==================== block 1
**Block 1: register map, names as in the netlist**

Other sequential cells in the stronger gray, the rest of the logic in the fainter gray.
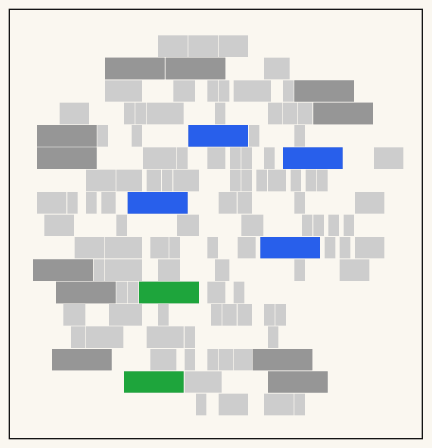
**Block 1: selected gate families**

Bar = 20 um.
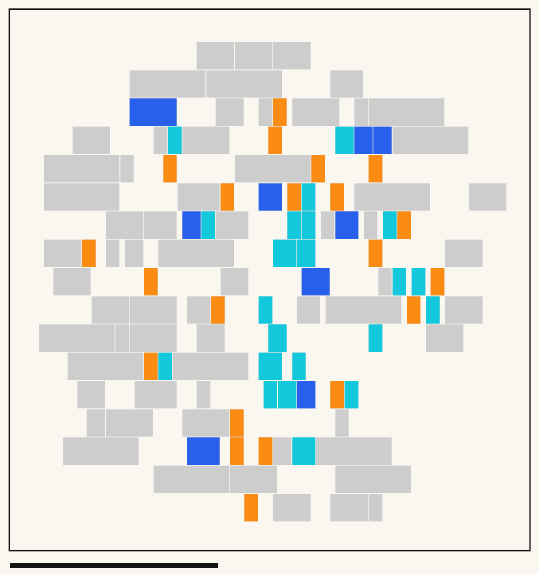
==> src/rtl/strike_emitter_pkg.sv <==
// strike_emitter_pkg: shared state encoding and default timing for the strike emitter
package strike_emitter_pkg;
  typedef enum logic [1:0] {IDLE, FLAG, GAP, DONE} state_t;
  localparam int DEF_CNT_W = 4;
  localparam int DEF_CYC_PER_STRIKE = 4;
  localparam int DEF_GAP_CYCLES = 1;
  function automatic int phase_w(input int n);
    return n > 1 ? $clog2(n) : 1;
  endfunction
endpackage

==> src/rtl/strike_emitter_if.sv <==
// strike_emitter_if: request/strike bus between a controller and the strike emitter
interface strike_emitter_if import strike_emitter_pkg::*; #(parameter int CNT_W = DEF_CNT_W);
  logic start;
  logic [CNT_W-1:0] target_count;
  logic abort;
  logic strike_flag;
  logic busy;
  logic done;
  logic [CNT_W-1:0] emitted_count;
  modport master(output start, target_count, abort, input strike_flag, busy, done, emitted_count);
  modport slave(input start, target_count, abort, output strike_flag, busy, done, emitted_count);
endinterface

==> src/rtl/strike_emitter_phase_ctr.sv <==
// strike_emitter_phase_ctr: modulo-N counter held at zero while disabled, flags its last phase
module strike_emitter_phase_ctr import strike_emitter_pkg::*; #(
  parameter int N = DEF_CYC_PER_STRIKE
) (
  input  logic clk,
  input  logic rst,
  input  logic en,
  output logic last
);
  localparam int W = phase_w(N);
  logic [W-1:0] phase;
  assign last = phase == W'(N - 1);
  always_ff @(posedge clk)
    if (rst || !en) phase <= '0;
    else phase <= last ? '0 : phase + W'(1);
endmodule

==> src/rtl/strike_emitter.sv <==
// strike_emitter: emits a programmed number of fixed-length strikes on strike_flag
module strike_emitter import strike_emitter_pkg::*; #(
  parameter int CNT_W = DEF_CNT_W,
  parameter int CYC_PER_STRIKE = DEF_CYC_PER_STRIKE,
  parameter int GAP_CYCLES = DEF_GAP_CYCLES
) (
  input logic clk,
  input logic rst,
  strike_emitter_if.slave bus
);
  state_t state, nxt;
  logic [CNT_W-1:0] target, emitted;
  logic abort_seen, flag_q, busy_q, done_q;
  logic f_last, g_last, accept, ab, strike;
  strike_emitter_phase_ctr #(.N(CYC_PER_STRIKE)) u_flag (
    .clk(clk), .rst(rst), .en(state == FLAG), .last(f_last)
  );
  if (GAP_CYCLES > 0) begin : g_gap
    strike_emitter_phase_ctr #(.N(GAP_CYCLES)) u_gap (
      .clk(clk), .rst(rst), .en(state == GAP), .last(g_last)
    );
  end else begin : g_nogap
    assign g_last = 1'b1;
  end
  assign accept = (state == IDLE || state == DONE) && bus.start;
  assign ab = abort_seen || bus.abort;
  // a strike begins whenever the next cycle is a fresh phase-0 flag cycle
  assign strike = nxt == FLAG && (state != FLAG || f_last);
  always_comb begin
    nxt = state;
    if (state == IDLE || state == DONE)
      nxt = accept ? (bus.target_count != '0 ? FLAG : DONE) : IDLE;
    else if (state == FLAG)
      nxt = !f_last ? FLAG : (emitted == target || ab) ? DONE : (GAP_CYCLES > 0) ? GAP : FLAG;
    else
      nxt = ab ? DONE : g_last ? FLAG : GAP;
  end
  always_ff @(posedge clk) begin
    if (rst) begin
      state <= IDLE;
      target <= '0;
      emitted <= '0;
      abort_seen <= 1'b0;
      flag_q <= 1'b0;
      busy_q <= 1'b0;
      done_q <= 1'b0;
    end else begin
      state <= nxt;
      flag_q <= nxt == FLAG;
      busy_q <= nxt == FLAG || nxt == GAP;
      done_q <= nxt == DONE;
      abort_seen <= (state == FLAG || state == GAP) && ab;
      emitted <= accept ? CNT_W'(strike) : emitted + CNT_W'(strike);
      if (accept) target <= bus.target_count;
    end
  end
  assign bus.strike_flag = flag_q;
  assign bus.busy = busy_q;
  assign bus.done = done_q;
  assign bus.emitted_count = emitted;
endmodule

==> src/flat_wrapper.sv <==
// flat-port wrapper written by rule: the top's interface ports become plain ports
module strike_emitter_flat import strike_emitter_pkg::*;
#(
  parameter int CNT_W = DEF_CNT_W,
  parameter int CYC_PER_STRIKE = DEF_CYC_PER_STRIKE,
  parameter int GAP_CYCLES = DEF_GAP_CYCLES
)
  (clk, rst, bus_start, bus_target_count, bus_abort, bus_strike_flag, bus_busy, bus_done, bus_emitted_count);
  strike_emitter_if #(.CNT_W(CNT_W)) bus_i ();
  input logic clk;
  input logic rst;
  input wire logic [$bits(bus_i.start)-1:0] bus_start;
  input wire logic [$bits(bus_i.target_count)-1:0] bus_target_count;
  input wire logic [$bits(bus_i.abort)-1:0] bus_abort;
  output wire logic [$bits(bus_i.strike_flag)-1:0] bus_strike_flag;
  output wire logic [$bits(bus_i.busy)-1:0] bus_busy;
  output wire logic [$bits(bus_i.done)-1:0] bus_done;
  output wire logic [$bits(bus_i.emitted_count)-1:0] bus_emitted_count;
  assign bus_i.start = bus_start;
  assign bus_i.target_count = bus_target_count;
  assign bus_i.abort = bus_abort;
  assign bus_strike_flag = bus_i.strike_flag;
  assign bus_busy = bus_i.busy;
  assign bus_done = bus_i.done;
  assign bus_emitted_count = bus_i.emitted_count;
  strike_emitter #(.CNT_W(CNT_W), .CYC_PER_STRIKE(CYC_PER_STRIKE), .GAP_CYCLES(GAP_CYCLES)) u_core (.clk(clk), .rst(rst), .bus(bus_i));
endmodule
==> config.mk <==
export PLATFORM = sky130hd
export DESIGN_NAME = strike_emitter_flat
export DESIGN_NICKNAME = d
export VERILOG_FILES = /design/src/rtl/strike_emitter_pkg.sv /design/src/rtl/strike_emitter_if.sv /design/src/rtl/strike_emitter_phase_ctr.sv /design/src/rtl/strike_emitter.sv /design/src/flat_wrapper.sv
export SDC_FILE = /design/constraint.sdc
export NUM_CORES = 1
export LEC_CHECK = 0
export ABC_AREA = 1
export CAP_MARGIN = 5
export CELL_PAD_IN_SITES_DETAIL_PLACEMENT = 0
export CELL_PAD_IN_SITES_GLOBAL_PLACEMENT = 1
export CORE_AREA = 2 2 48 50
export CTS_CLUSTER_SIZE = 24
export DETAILED_ROUTE_END_ITERATION = 6
export DIE_AREA = 0 0 50 52
export GPL_ROUTABILITY_DRIVEN = 0
export GPL_TIMING_DRIVEN = 0
export PLACE_DENSITY = 0.76
export SYNTH_ARGS = -nofsm -noshare
export SYNTH_HDL_FRONTEND = slang
export SYNTH_SLANG_ARGS = --single-unit
==> constraint.sdc <==
create_clock -name clk -period 4.3 [get_ports clk]
set_input_delay 0.86 -clock clk [delete_from_list [all_inputs] [get_ports clk]]
set_output_delay 0.86 -clock clk [all_outputs]
set_load 0.03 [all_outputs]
==> metrics.yaml <==
power.ir.vdd_worst_mv: 0.343
grt_setup_unrepaired: "no"
clock_cell_share_pct: 2.65
synth-cells-yosys: 98
synth-edff-count: 0
final.fill_count: 211
arrival_ns: 2.82
cts_max_level: 1
outcome: "finished, final reports clean"
topCellsByArea: "dfxtp_1 (43%), ha_1 (11%), inv_1 (7.6%), nand2_1 (7.1%), nor2_1 (4.8%)"
tap_cells: 28
ff2ff_setup_slack_ns: 2.07
core_area_um2: 2110
critical_path.slowest_cell: "clkdlybuf4s50_1"
min-delay-start: "u_core.u_flag.phase[0]"
critPathMaxFanout: 3
## Picture notes: 'register map, names as in the netlist' of block 1
u_core.target -> blue  # flops 4
u_core.state -> green  # flops 2
not colored = 11

## Picture notes: 'selected gate families' of block 1
inverters -> orange  # cells 21, most used inv_1
inverting AOI/OAI gates -> blue  # cells 9
NAND gates -> cyan  # cells 22, most used nand2_1


==================== block 2
[src/rtl/cra_seq.sv]
// -----------------------------------------------------------------------------
// cra_seq -- microcode address sequencer for the EBOX control-RAM path.
//
// Forms the next control-RAM address each advancing microcycle from the CRAM J
// field, the dispatch select and the DRAM/test/normalize inputs. It also keeps
// the microcode subroutine CALL/RETURN stack and forces page-fail traps.
//
// Ports:
//   clk             microcycle clock, all state changes on its rising edge
//   rst_n           synchronous active-low reset
//   adv             advance enable; 0 holds every piece of state
//   cram_j          CRAM J field
//   cram_disp       dispatch select (J, DRAM_J, DRAM_A, DRAM_B, NORM, SKIP, RETURN)
//   cram_call       push the current microaddress this cycle
//   dram_a/dram_b   DRAM A/B fields, ORed into the low three J bits
//   dram_j          DRAM J field, used whole
//   test_satisfied  skip condition, ORed into J bit 0
//   norm            normalize priority code, ORed into the low three J bits
//   page_fail       trap request, highest priority
//   cra_adr         current microaddress (registered)
//   stack_depth     number of occupied stack entries
//   stack_ovf       sticky overflow flag
//   stack_unf       sticky underflow flag
// -----------------------------------------------------------------------------
module cra_seq #(
    parameter int                ADDR_W      = 11,
    parameter int                STACK_DEPTH = 16,
    parameter logic [ADDR_W-1:0] RESET_ADDR  = '0,
    parameter logic [ADDR_W-1:0] PF_ADDR     = 11'o1777
) (
    input  logic                           clk,
    input  logic                           rst_n,
    input  logic                           adv,
    input  logic [ADDR_W-1:0]              cram_j,
    input  logic [2:0]                     cram_disp,
    input  logic                           cram_call,
    input  logic [2:0]                     dram_a,
    input  logic [2:0]                     dram_b,
    input  logic [ADDR_W-1:0]              dram_j,
    input  logic                           test_satisfied,
    input  logic [2:0]                     norm,
    input  logic                           page_fail,
    output logic [ADDR_W-1:0]              cra_adr,
    output logic [$clog2(STACK_DEPTH):0]   stack_depth,
    output logic                           stack_ovf,
    output logic                           stack_unf
);

    localparam int                PTR_W   = $clog2(STACK_DEPTH);
    localparam int                DEP_W   = PTR_W + 1;
    localparam logic [PTR_W-1:0]  PTR_ONE = PTR_W'(1);
    localparam logic [DEP_W-1:0]  DEP_ONE = DEP_W'(1);
    localparam logic [DEP_W-1:0]  FULL    = DEP_W'(STACK_DEPTH);

    typedef enum logic [2:0] {
        DISP_J      = 3'd0,
        DISP_DRAM_J = 3'd1,
        DISP_DRAM_A = 3'd2,
        DISP_DRAM_B = 3'd3,
        DISP_NORM   = 3'd4,
        DISP_SKIP   = 3'd5,
        DISP_RETURN = 3'd6,
        DISP_RSVD   = 3'd7
    } disp_e;

    // r_ptr indexes the next free slot; top of stack lives at r_ptr - 1.
    logic [ADDR_W-1:0] r_adr;
    logic [PTR_W-1:0]  r_ptr;
    logic [DEP_W-1:0]  r_depth;
    logic              r_ovf;
    logic              r_unf;
    logic [ADDR_W-1:0] r_stack [STACK_DEPTH];

    disp_e             w_disp;
    logic              w_push;
    logic              w_pop;
    logic              w_empty;
    logic [ADDR_W-1:0] w_top;
    logic [ADDR_W-1:0] w_next;
    logic [PTR_W-1:0]  w_ptr_pop;
    logic [PTR_W-1:0]  w_ptr_nxt;
    logic [DEP_W-1:0]  w_depth_pop;
    logic [DEP_W-1:0]  w_depth_nxt;
    logic              w_ovf_set;
    logic              w_unf_set;

    assign w_disp  = disp_e'(cram_disp);
    assign w_empty = (r_depth == '0);
    // An empty stack reads as zero, so an underflowing RETURN lands on cram_j.
    assign w_top   = w_empty ? '0 : r_stack[r_ptr - PTR_ONE];
    // A page fail wins over everything: it always pushes and never pops.
    assign w_push  = page_fail | cram_call;

    always_comb begin
        // NOTE: every signal gets a default before any branch, so no path can
        // leave one unassigned and infer a latch.
        w_next      = cram_j;
        w_pop       = 1'b0;
        w_ptr_pop   = r_ptr;
        w_depth_pop = r_depth;
        w_unf_set   = 1'b0;
        w_ptr_nxt   = r_ptr;
        w_depth_nxt = r_depth;
        w_ovf_set   = 1'b0;

        if (page_fail) begin
            w_next = PF_ADDR;
        end else begin
            unique case (w_disp)
                DISP_DRAM_J: w_next = dram_j;
                DISP_DRAM_A: w_next = cram_j | ADDR_W'(dram_a);
                DISP_DRAM_B: w_next = cram_j | ADDR_W'(dram_b);
                DISP_NORM:   w_next = cram_j | ADDR_W'(norm);
                DISP_SKIP:   w_next = cram_j | ADDR_W'(test_satisfied);
                DISP_RETURN: begin
                    w_next = w_top | cram_j;
                    w_pop  = 1'b1;
                end
                default:     w_next = cram_j;  // J and the reserved code
            endcase
        end

        // Pop first, then push onto the popped state: a CALL together with a
        // RETURN therefore overwrites the top entry and leaves depth unchanged.
        if (w_pop) begin
            if (w_empty) begin
                w_unf_set = 1'b1;
            end else begin
                w_ptr_pop   = r_ptr - PTR_ONE;
                w_depth_pop = r_depth - DEP_ONE;
            end
        end

        w_ptr_nxt   = w_ptr_pop;
        w_depth_nxt = w_depth_pop;
        if (w_push) begin
            // The pointer wraps, so pushing onto a full stack overwrites the
            // oldest entry.
            w_ptr_nxt = w_ptr_pop + PTR_ONE;
            if (w_depth_pop == FULL) begin
                w_ovf_set = 1'b1;
            end else begin
                w_depth_nxt = w_depth_pop + DEP_ONE;
            end
        end
    end

    // NOTE: sequential state uses non-blocking assignments so every register
    // samples pre-edge values regardless of process ordering.
    always_ff @(posedge clk) begin
        if (!rst_n) begin
            r_adr   <= RESET_ADDR;
            r_ptr   <= '0;
            r_depth <= '0;
            r_ovf   <= 1'b0;
            r_unf   <= 1'b0;
        end else if (adv) begin
            r_adr   <= w_next;
            r_ptr   <= w_ptr_nxt;
            r_depth <= w_depth_nxt;
            r_ovf   <= r_ovf | w_ovf_set;
            r_unf   <= r_unf | w_unf_set;
        end
    end

    // NOTE: the stack array is deliberately not reset; the depth counter alone
    // defines which entries are valid, which keeps it mappable to RAM.
    always_ff @(posedge clk) begin
        if (rst_n && adv && w_push) begin
            r_stack[w_ptr_pop] <= r_adr;
        end
    end

    assign cra_adr     = r_adr;
    assign stack_depth = r_depth;
    assign stack_ovf   = r_ovf;
    assign stack_unf   = r_unf;

endmodule

[config.mk]
export PLATFORM = sky130hd
export DESIGN_NAME = cra_seq
export DESIGN_NICKNAME = d
export VERILOG_FILES = /design/src/rtl/cra_seq.sv
export SDC_FILE = /design/constraint.sdc
export NUM_CORES = 1
export LEC_CHECK = 0
export CAP_MARGIN = 15
export CORE_MARGIN = 2
export CORE_UTILIZATION = 50
export CTS_CLUSTER_SIZE = 24
export DETAILED_ROUTE_END_ITERATION = 8
export PLACE_DENSITY = 0.65
export SYNTH_ARGS = -nofsm -noshare
export SYNTH_HDL_FRONTEND = slang
export SYNTH_SLANG_ARGS = --single-unit
[constraint.sdc]
create_clock -name clk -period 10.1 [get_ports clk]
set_input_delay 2.02 -clock clk [delete_from_list [all_inputs] [get_ports clk]]
set_output_delay 2.02 -clock clk [all_outputs]
set_load 0.02 [all_outputs]
==> metrics.yaml <==
outcome: "finished, final reports clean"
wl_met3_um: 1570
synth-compound-area-share_pct: 6.86
non_clock_buffer_count: 66
synth.net_count: 575
cts_resized: 0
finalCriticalPeriod_ns: 5.31
met2_wirelength_um: 8930
post-dp-hpwl_um: 13100
route.vias.total: 5102
gr-usage-met3_pct: 5.05
tap_cells: 225
synth.area.mux_share_pct: 15.5
critical_path.reg2reg.endpoint: "cra_adr[1]"
topCellsByArea: "edfxtp_1 (61%), mux4_2 (9.6%), dfxtp_1 (5.1%), mux2_2 (2.9%), mux4_1 (2.4%)"
clk_path_buf_depth: 2
numSynthFlops: 198
dpl_cell_area_um2: 9420
cts_sinks: 198
final.period_utilization_pct: 52.6
min_to: "stack_unf"
die_h_um: 136
final_max_slew_viol_count: 0
placement.io_buffers: 57
grt_most_used_layer: "met2"
**Block 2: selected gate families**

Bar = 50 um.
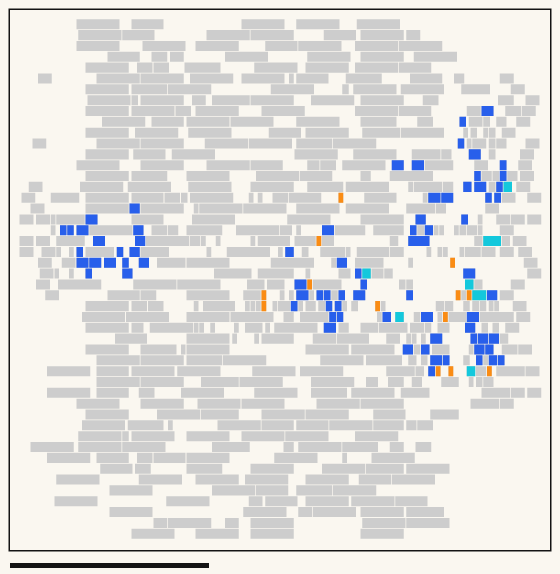
AND and OR gates -> cyan  # cells 7, where east
inverters -> orange  # cells 13, most used inv_1, where east
inverting AOI/OAI gates -> blue  # cells 77, most used a21oi_1

**Block 2: clock routing**

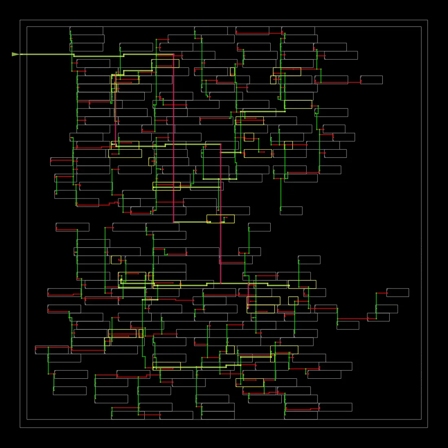
clock network power: 0.000648 W
CTS buffer count: 17

**Block 2: pin placement**

Pins as bars across the die edge, other pins in gray.
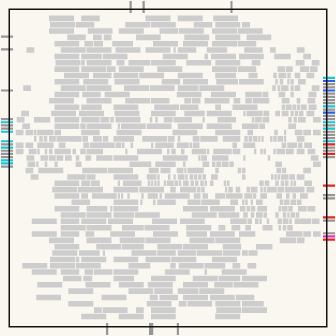
stack_depth -> red  # pins 5, direction output, edge east
dram_a -> blue  # pins 3, direction input, edge east
stack_ovf -> magenta  # pins 1, direction output, edge east
cram_j -> cyan  # pins 11, direction input, edge 6 west, 5 east
all pins by edge = 34 east, 17 west, 4 south, 3 north



==> screenshots <==
Routed metal, one color a layer.
image #1
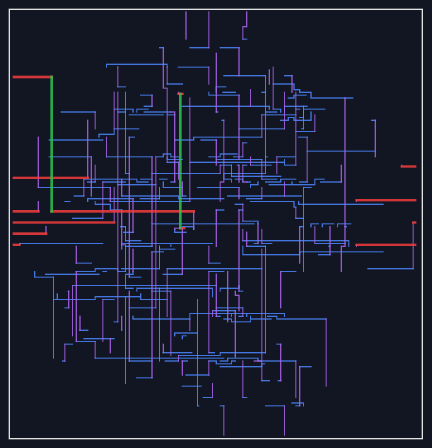
image #2
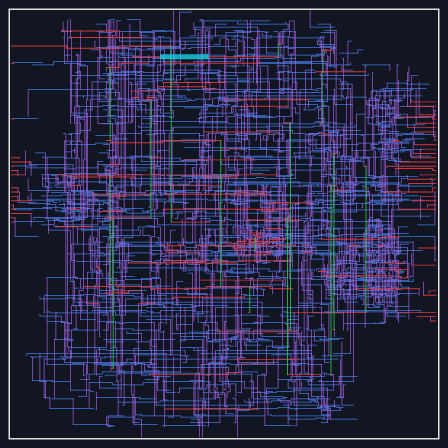
- most wire: image #2
block 1 -> image #1
block 2 -> image #2

Key to image #1:
met4 -> green  # wire length 32.6 um
met2 -> purple  # wire length 619 um
met1 -> blue  # wire length 671 um
met3 -> red  # wire length 67.2 um

No activity file was given, so power comes from the tool's default toggle rates.
